# ---- metadata_server_flat ----
Figure 1. Signal wires by layer (metadata_server_flat).
Scale bar: 100 microns. Only two layers are drawn.
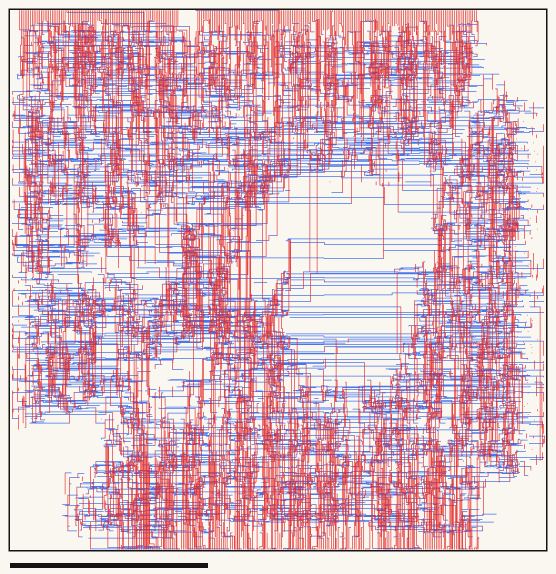

[src/rtl/metadata_server_if.sv]
// Handshake/bus bundle between the song-control side and the metadata server.
// Signal names match the original flat port list.
interface metadata_server_if #(
    parameter int SLOTS = 37,
    parameter int WIDTH = 16
);
    logic                   pause;
    logic [SLOTS-1:0]       metadata_request;
    logic [WIDTH-1:0]       note_data;
    logic                   note_valid;
    logic                   note_ready;
    logic [SLOTS*WIDTH-1:0] metadata_link;
    logic [SLOTS-1:0]       pending;
    logic                   fill_done;
    logic                   song_done;

    modport master (
        output pause, metadata_request, note_data, note_valid,
        input  note_ready, metadata_link, pending, fill_done, song_done
    );

    modport slave (
        input  pause, metadata_request, note_data, note_valid,
        output note_ready, metadata_link, pending, fill_done, song_done
    );
endinterface

[src/rtl/metadata_server.sv]
// Holds one metadata word per note slot and refills requested slots from the
// upstream note stream, lowest pending slot first; zero-fills after end of song.
module metadata_server #(
    parameter int               SLOTS    = 37,
    parameter int               WIDTH    = 16,
    parameter logic [WIDTH-1:0] END_WORD = 16'hFFFF
) (
    input logic              clk,
    input logic              reset,
    metadata_server_if.slave bus
);
    localparam int SEL_W = (SLOTS > 1) ? $clog2(SLOTS) : 1;

    typedef enum logic {RUN, DONE} state_t;

    state_t                 state_q, state_d;
    logic [SLOTS-1:0]       pending_q, pending_d;
    logic [SLOTS*WIDTH-1:0] link_q, link_d;
    logic                   fill_done_q, fill_done_d;
    logic [SEL_W-1:0]       sel;
    logic                   xfer;

    // Descending scan so the lowest pending index is the last one assigned.
    always_comb begin
        sel = '0;
        for (int unsigned i = SLOTS; i > 0; i--) begin
            if (pending_q[i-1]) sel = SEL_W'(i - 1);
        end
    end

    assign bus.note_ready = (state_q == RUN) && (|pending_q) && !bus.pause && !reset;
    assign xfer           = bus.note_valid && bus.note_ready;

    always_comb begin
        state_d     = state_q;
        pending_d   = pending_q;
        link_d      = link_q;
        fill_done_d = fill_done_q || (pending_q == '0);
        case (state_q)
            RUN: begin
                if (xfer) begin
                    if (bus.note_data == END_WORD) begin
                        state_d = DONE;
                    end else begin
                        link_d[sel*WIDTH +: WIDTH] = bus.note_data;
                        pending_d[sel]             = 1'b0;
                    end
                end
            end
            DONE: begin
                if (!bus.pause && (|pending_q)) begin
                    link_d[sel*WIDTH +: WIDTH] = '0;
                    pending_d[sel]             = 1'b0;
                end
            end
            default: state_d = RUN;
        endcase
        // A request in the same cycle as service keeps the slot pending.
        pending_d = pending_d | bus.metadata_request;
    end

    always_ff @(posedge clk) begin
        if (reset) begin
            state_q     <= RUN;
            pending_q   <= '1;
            link_q      <= '0;
            fill_done_q <= 1'b0;
        end else begin
            state_q     <= state_d;
            pending_q   <= pending_d;
            link_q      <= link_d;
            fill_done_q <= fill_done_d;
        end
    end

    assign bus.metadata_link = link_q;
    assign bus.pending       = pending_q;
    assign bus.fill_done     = fill_done_q;
    assign bus.song_done     = (state_q == DONE);
endmodule

[src/flat_wrapper.sv]
// flat-port wrapper written by rule: the top's interface ports become plain ports
module metadata_server_flat 
#(
    parameter int               SLOTS    = 37,
    parameter int               WIDTH    = 16,
    parameter logic [WIDTH-1:0] END_WORD = 16'hFFFF
)
  (clk, reset, bus_pause, bus_metadata_request, bus_note_data, bus_note_valid, bus_note_ready, bus_metadata_link, bus_pending, bus_fill_done, bus_song_done);
  metadata_server_if #(.SLOTS(SLOTS), .WIDTH(WIDTH)) bus_i ();
  input logic clk;
  input logic reset;
  input wire logic [$bits(bus_i.pause)-1:0] bus_pause;
  input wire logic [$bits(bus_i.metadata_request)-1:0] bus_metadata_request;
  input wire logic [$bits(bus_i.note_data)-1:0] bus_note_data;
  input wire logic [$bits(bus_i.note_valid)-1:0] bus_note_valid;
  output wire logic [$bits(bus_i.note_ready)-1:0] bus_note_ready;
  output wire logic [$bits(bus_i.metadata_link)-1:0] bus_metadata_link;
  output wire logic [$bits(bus_i.pending)-1:0] bus_pending;
  output wire logic [$bits(bus_i.fill_done)-1:0] bus_fill_done;
  output wire logic [$bits(bus_i.song_done)-1:0] bus_song_done;
  assign bus_i.pause = bus_pause;
  assign bus_i.metadata_request = bus_metadata_request;
  assign bus_i.note_data = bus_note_data;
  assign bus_i.note_valid = bus_note_valid;
  assign bus_note_ready = bus_i.note_ready;
  assign bus_metadata_link = bus_i.metadata_link;
  assign bus_pending = bus_i.pending;
  assign bus_fill_done = bus_i.fill_done;
  assign bus_song_done = bus_i.song_done;
  metadata_server #(.SLOTS(SLOTS), .WIDTH(WIDTH), .END_WORD(END_WORD)) u_core (.clk(clk), .reset(reset), .bus(bus_i));
endmodule
[config.mk]
export PLATFORM = sky130hd
export DESIGN_NAME = metadata_server_flat
export DESIGN_NICKNAME = d
export VERILOG_FILES = /design/src/rtl/metadata_server_if.sv /design/src/rtl/metadata_server.sv /design/src/flat_wrapper.sv
export SDC_FILE = /design/constraint.sdc
export NUM_CORES = 1
export LEC_CHECK = 0
export CAP_MARGIN = 20
export CORE_AREA = 4 4 267 269
export CTS_CLUSTER_DIAMETER = 30
export DETAILED_ROUTE_END_ITERATION = 6
export DIE_AREA = 0 0 271 273
export RECOVER_POWER = 100
export SETUP_SLACK_MARGIN = 0.3
export SLEW_MARGIN = 15
export SYNTH_ARGS = -nofsm -noshare
export SYNTH_HDL_FRONTEND = slang
export SYNTH_SLANG_ARGS = --single-unit
[constraint.sdc]
create_clock -name clk -period 11.4 [get_ports clk]
set_input_delay 1.14 -clock clk [delete_from_list [all_inputs] [get_ports clk]]
set_output_delay 1.14 -clock clk [all_outputs]
set_load 0.005 [all_outputs]
# ---- multu_seq ----
--- config.mk ---
export PLATFORM = sky130hd
export DESIGN_NAME = multu_seq
export DESIGN_NICKNAME = d
export VERILOG_FILES = /design/src/rtl/multu_seq.sv
export SDC_FILE = /design/constraint.sdc
export NUM_CORES = 1
export LEC_CHECK = 0
export CELL_PAD_IN_SITES_DETAIL_PLACEMENT = 0
export CELL_PAD_IN_SITES_GLOBAL_PLACEMENT = 1
export CORE_ASPECT_RATIO = 1.1
export CORE_MARGIN = 2
export CORE_UTILIZATION = 37
export DETAILED_ROUTE_END_ITERATION = 8
export GPL_ROUTABILITY_DRIVEN = 0
export PLACE_DENSITY = 0.76
export SLEW_MARGIN = 20
export SYNTH_ARGS = -nofsm -noshare
export SYNTH_HDL_FRONTEND = slang
export SYNTH_SLANG_ARGS = --single-unit
export TNS_END_PERCENT = 20
--- constraint.sdc ---
create_clock -name clk -period 4.15 [get_ports clk]
set_input_delay 0.6225 -clock clk [delete_from_list [all_inputs] [get_ports clk]]
set_output_delay 0.6225 -clock clk [all_outputs]
set_load 0.1 [all_outputs]
--- src/rtl/multu_seq.sv ---
// Sequential 32x32 unsigned shift-add multiplier for MULTU in EX.
// One partial product per cycle; done strobes for one cycle when dataOut is loaded.
module multu_seq #(
    parameter int WIDTH = 32
) (
    input  logic                 clk,
    input  logic                 reset,
    input  logic                 start,
    input  logic [WIDTH-1:0]     dataA,
    input  logic [WIDTH-1:0]     dataB,
    output logic                 busy,
    output logic                 done,
    output logic [2*WIDTH-1:0]   dataOut
);
    localparam int CW = $clog2(WIDTH) + 1;
    localparam logic [CW-1:0] LAST = CW'(WIDTH - 1);

    localparam logic [1:0] S_IDLE = 2'd0;
    localparam logic [1:0] S_RUN  = 2'd1;
    localparam logic [1:0] S_DONE = 2'd2;

    logic [1:0]         r_state;
    logic [WIDTH-1:0]   r_mcand;
    logic [2*WIDTH:0]   r_prod;
    logic [CW-1:0]      r_cnt;
    logic [2*WIDTH-1:0] r_dout;

    logic [WIDTH:0]     w_sum;
    logic [2*WIDTH:0]   w_prod_nxt;

    // Upper half plus multiplicand keeps its carry; the whole thing shifts right
    // so the carry lands in bit 2*WIDTH-1 and the consumed multiplier bit drops out.
    always_comb begin
        w_sum = {1'b0, r_prod[2*WIDTH-1:WIDTH]};
        if (r_prod[0])
            w_sum = {1'b0, r_prod[2*WIDTH-1:WIDTH]} + {1'b0, r_mcand};
        w_prod_nxt = {1'b0, w_sum, r_prod[WIDTH-1:1]};
    end

    always_ff @(posedge clk) begin
        if (reset) begin
            r_state <= S_IDLE;
            r_mcand <= '0;
            r_prod  <= '0;
            r_cnt   <= '0;
            r_dout  <= '0;
        end else begin
            case (r_state)
                S_IDLE: begin
                    if (start) begin
                        r_mcand <= dataA;
                        r_prod  <= {1'b0, {WIDTH{1'b0}}, dataB};
                        r_cnt   <= '0;
                        r_state <= S_RUN;
                    end
                end
                S_RUN: begin
                    r_prod <= w_prod_nxt;
                    r_cnt  <= r_cnt + 1'b1;
                    if (r_cnt == LAST) begin
                        r_dout  <= w_prod_nxt[2*WIDTH-1:0];
                        r_state <= S_DONE;
                    end
                end
                S_DONE:  r_state <= S_IDLE;
                default: r_state <= S_IDLE;
            endcase
        end
    end

    assign busy    = (r_state != S_IDLE);
    assign done    = (r_state == S_DONE);
    assign dataOut = r_dout;
endmodule

Figure 2. Cell outlines without signal wires (metadata_server_flat).
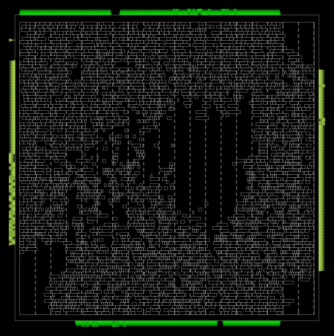
final non-filler cell total: 4094
# fillers: 6144

Figure 3. Clock distribution (metadata_server_flat).
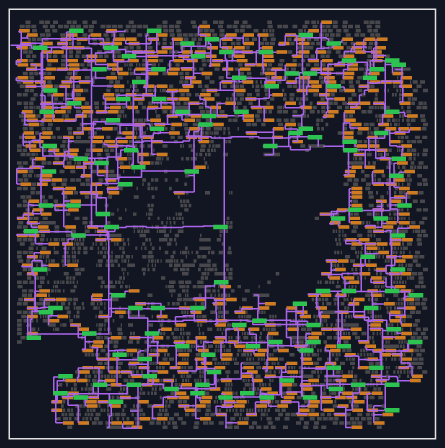
- orange: flip-flops (count 631)
- purple: clock wires (length 8790 microns)
- green: clock drivers (count 121)
- flops lie: spread over the die
clock share of power: 0.616
clk latency of the worst-skew pair: 0.68 ns
clk_skew: 0.0549 ns
Clock group: 3.79 mW

## Picture notes: Figure 1
- red: metal 2 (wire length 50.7 mm)
- blue: metal 1 (wire length 43.2 mm)
DRT Wirelength: 106000 microns
Total GRT Usage: 0.270
Routed WL per cell: 25.9 microns
Vias: 22.5k

==> impl_metrics.tcl, metadata_server_flat <==
# implementation run metrics
set metrics [dict create \
    status "finished, violations left" \
    violations "capacitance limit, slew limit" \
    vdd_drop_max_uv 104 \
    largest_cell_class "sequential cells" \
    cts_tree "built" \
    yosys.area_share.aoi 0.222 \
    n_antenna_cell 4 \
    die_h_microns 273 \
    yosys_cells 2389 \
    cts_buffers 121 \
    holdPathStages 2 \
    io_pins 689 \
    finalMaxSlewViolations 270 \
    synth-edff-count 0 \
    worst_hold_slack_ns 0.445 \
    syn_nets 2448 \
    gp_congestion 0.866 \
    cap_viol_max_count 9 \
    synthTopCellsByCount "dfxtp_1, a22o_1, nand2_1" \
    post-synth-top-count-cell "dfxtp_1" \
    lay_top_cells "dlygate4sd3_1, dfxtp_1, a22o_1" \
    netlist_area_sq_mm 0.0231 \
    comb_area_frac 0.271 \
    antenna_found_initial 3 \
    grt_pass1_vias 21800 \
    grt_max_degree 156 \
    taps 931 \
    drt_iter0_markers 1968 \
    power_mw 6.15 \
    worstHoldStart "u_core.bus.metadata_link[369]$_SDFFE_PP0P_" \
    p_int_mw 4.78 \
    dp_cells 3858 \
    r2r_cells 14 \
    yosys_area_sq_mm 0.0231 \
    cp-end-kind "flip-flop" \
    chip_area_sq_mm 0.0740 \
    switchingPower_mw 1.37 \
    powerDensity_mw_per_mm2 175 \
    die_x_microns 271 \
    hp-class "reg2reg" \
    cp_common_cell "clkbuf_1" \
    ctsResizeCount 0 \
    final_net_count 3116 \
    async_reset_ff_frac 0 \
    logic_area_sq_mm 0.00951 \
    post-route-util 0.511 \
    fp-row-count 96 \
    layout-drive-gt1-share 0.102 \
    register_area_sq_mm 0.0126 \
    clk_pin_slew_ns 0.05 \
    crit_chain "buf_8 -> clkbuf_1 -> clkbuf_1 -> clkbuf_1 -> nor2_1 -> clkbuf_1 -> a22o_1" \
    adder_share 0.00108 \
    p_comb_mw 0.148 \
]
[metadata_server_flat: metal layers]
| metal | track usage | up-vias | routed length [microns] |
|---|---|---|---|
| met5 | 0 | - | 0 |
| li1 | - | 10100 | - |
| met4 | 0.114 | 0 | 4480 |
| met3 | 0.0603 | 223 | 7610 |
| met1 | 0.336 | 11100 | 43200 |
| met2 | 0.452 | 1083 | 50700 |
[metadata_server_flat: worst max-delay path: cells and delay by family]
kind	cells	cell delay (ns)
buffers and inverters	5	6.74
AND/OR/NAND/NOR	1	0.15
AND-OR/OR-AND	1	0.39
Figure 4. Clock distribution (multu_seq).
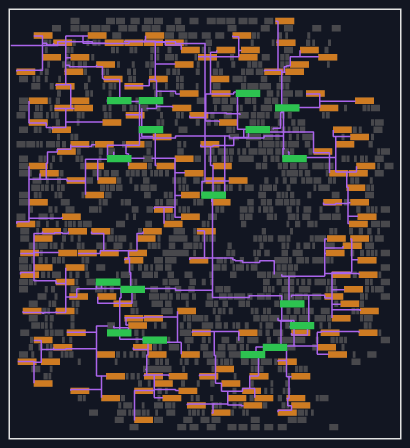
- purple: clock wires (length 2270 microns)
- orange: flip-flops (count 168)
- green: clock drivers (count 17)
- routed clock nets: 18

==> impl_metrics.tcl, multu_seq <==
# implementation run metrics
set metrics [dict create \
    vdd_drop_max_uv 264 \
    portBuffers 132 \
    clkSinkCount 168 \
    final_cell_area_sq_mm 0.0103 \
    clkCellAreaFrac 0.0586 \
    grtUsageTotal 0.204 \
    core_area_sq_mm 0.0220 \
    clkLatencyLatePin_ns 0.44 \
    r2r-end "r_prod[59]$_SDFFE_PP0P_" \
    worst_pin_slew_ns 1.03 \
    worstHoldStart "dataOut[45]$_SDFFE_PP0P_" \
    register_area_sq_mm 0.00336 \
    inverters_excl_clock 13 \
    chip_area_sq_mm 0.0235 \
    maxSlewHeadroom 0.308 \
    holdBufCountCts 0 \
    synth-warning-count 0 \
    status "completed" \
    comb_area_frac 0.438 \
    flops 168 \
    ys_sh_simple 0.220 \
    holdPathStages 2 \
    yosys_cells 1073 \
    syn_area_per_cell_sq_um 7.68 \
    antenna_found_initial 0 \
    grt_use_met3 0.0460 \
    core_util_floorplan 0.375 \
    setup_tns_ns 0 \
    gr-usage-met1 0.267 \
    clk_pin_slew_ns 0.07 \
    xor_area_frac 0.0223 \
    seq_share 0.325 \
    finalCritPeriodShare 0.714 \
    avgViaCountPerCell 5.26 \
    fin_cells 1466 \
    globalRoute.totalOverflow 0 \
    cts_tree "built" \
    final_common_cell "nand2_1" \
    first_pass_iters 5 \
    taps 295 \
    worstPathRequired_ns 4.50 \
    p_leak_nw 3.86 \
    tool_warnings 26 \
    wl_met1_microns 11300 \
    fin_skew_ns 0.0126 \
    crit_path_start "r_prod[41]$_SDFFE_PP0P_" \
    yosys.area_share.aoi 0.223 \
    num_vias 7713 \
    syn_nets 1174 \
    synth_top_area_share 0.408 \
    syn_inst 1073 \
    cts_setup_buffers 0 \
    dp_slack_ns 1.20 \
    largest_area_cell "dfxtp_1" \
    fp-row-count 57 \
    root_buffer "clkbuf_16" \
    io_pins 133 \
    cp-end-kind "flip-flop" \
    logic_family "AND-OR/OR-AND gates" \
    cap_viol_max_count 0 \
    setup_viol 0 \
]
## multu_seq: power breakdown
part,leakage (nW),switching [mW],internal (mW)
Clock,0.298,0.772,0.867
Combinational,2.20,0.257,0.161
Sequential,1.37,0.0428,1.67
Total,3.86,1.07,2.70
## multu_seq: worst max-delay path, cell delays in order (launching register included)
cell and delay (ns):
dfxtp_1 0.33, ha_1 0.45, nand2_1 0.08, o21ai_0 0.33
nand3_1 0.15, a311oi_1 0.53, o21bai_1 0.16, a31oi_1 0.32
mux2_2 0.39, o21ai_0 0.14

==> layout pictures side by side <==
Cells colored by class.
image #1
Scale bar: 50 microns.
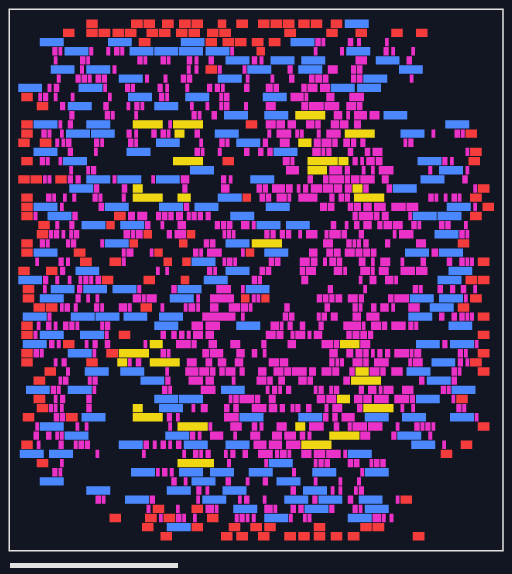
image #2
Scale bar: 100 microns.
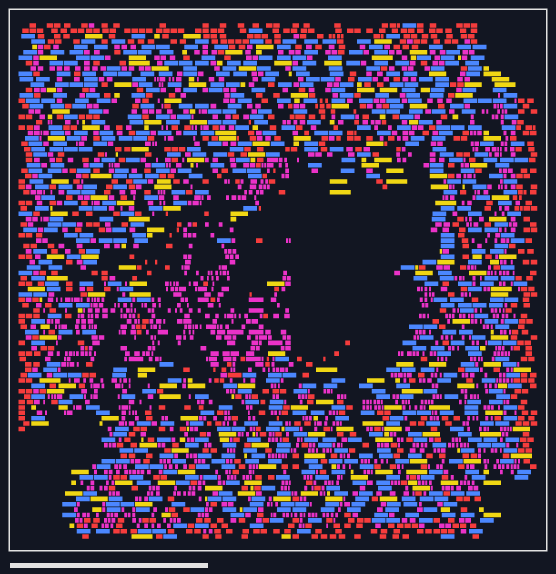
image #1: multu_seq
image #2: metadata_server_flat
- most sequential cells: image #2

Key to image #1:
- magenta: combinational and other logic (cells 825; share of their area 46%)
- red: remaining buffers and delay cells (cells 146; share of their area 14%)
- blue: sequential cells (cells 168; share of their area 34%)
- yellow: clock drivers and dummy loads (cells 32; share of their area 6.1%)



==> gallery <==
Floorplan with the power grid.
panel A
Scale bar: 50 microns. Pins as bars on the die edge. Tap cells in gray.
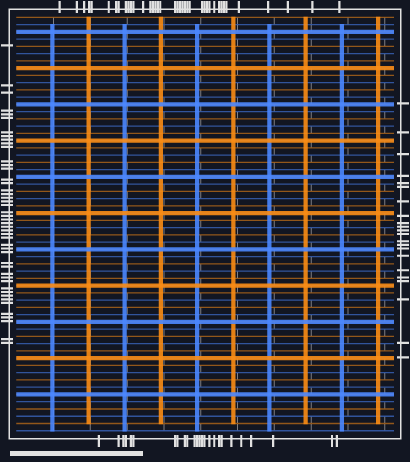
panel B
Scale bar: 100 microns. Pins as bars on the die edge. Tap cells in gray.
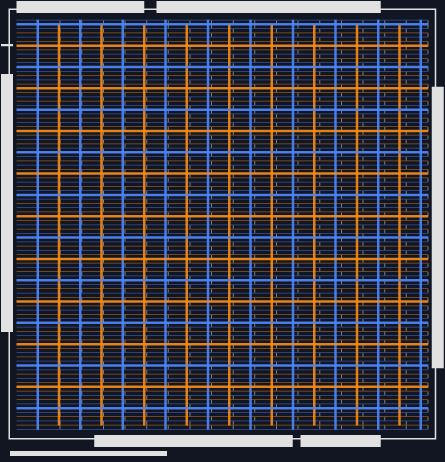
Of these, most pins: panel B
Of these, largest die: panel B
- panel A = multu_seq
- panel B = metadata_server_flat

Power figures rest on the tool's default switching activity, not on a simulated workload.
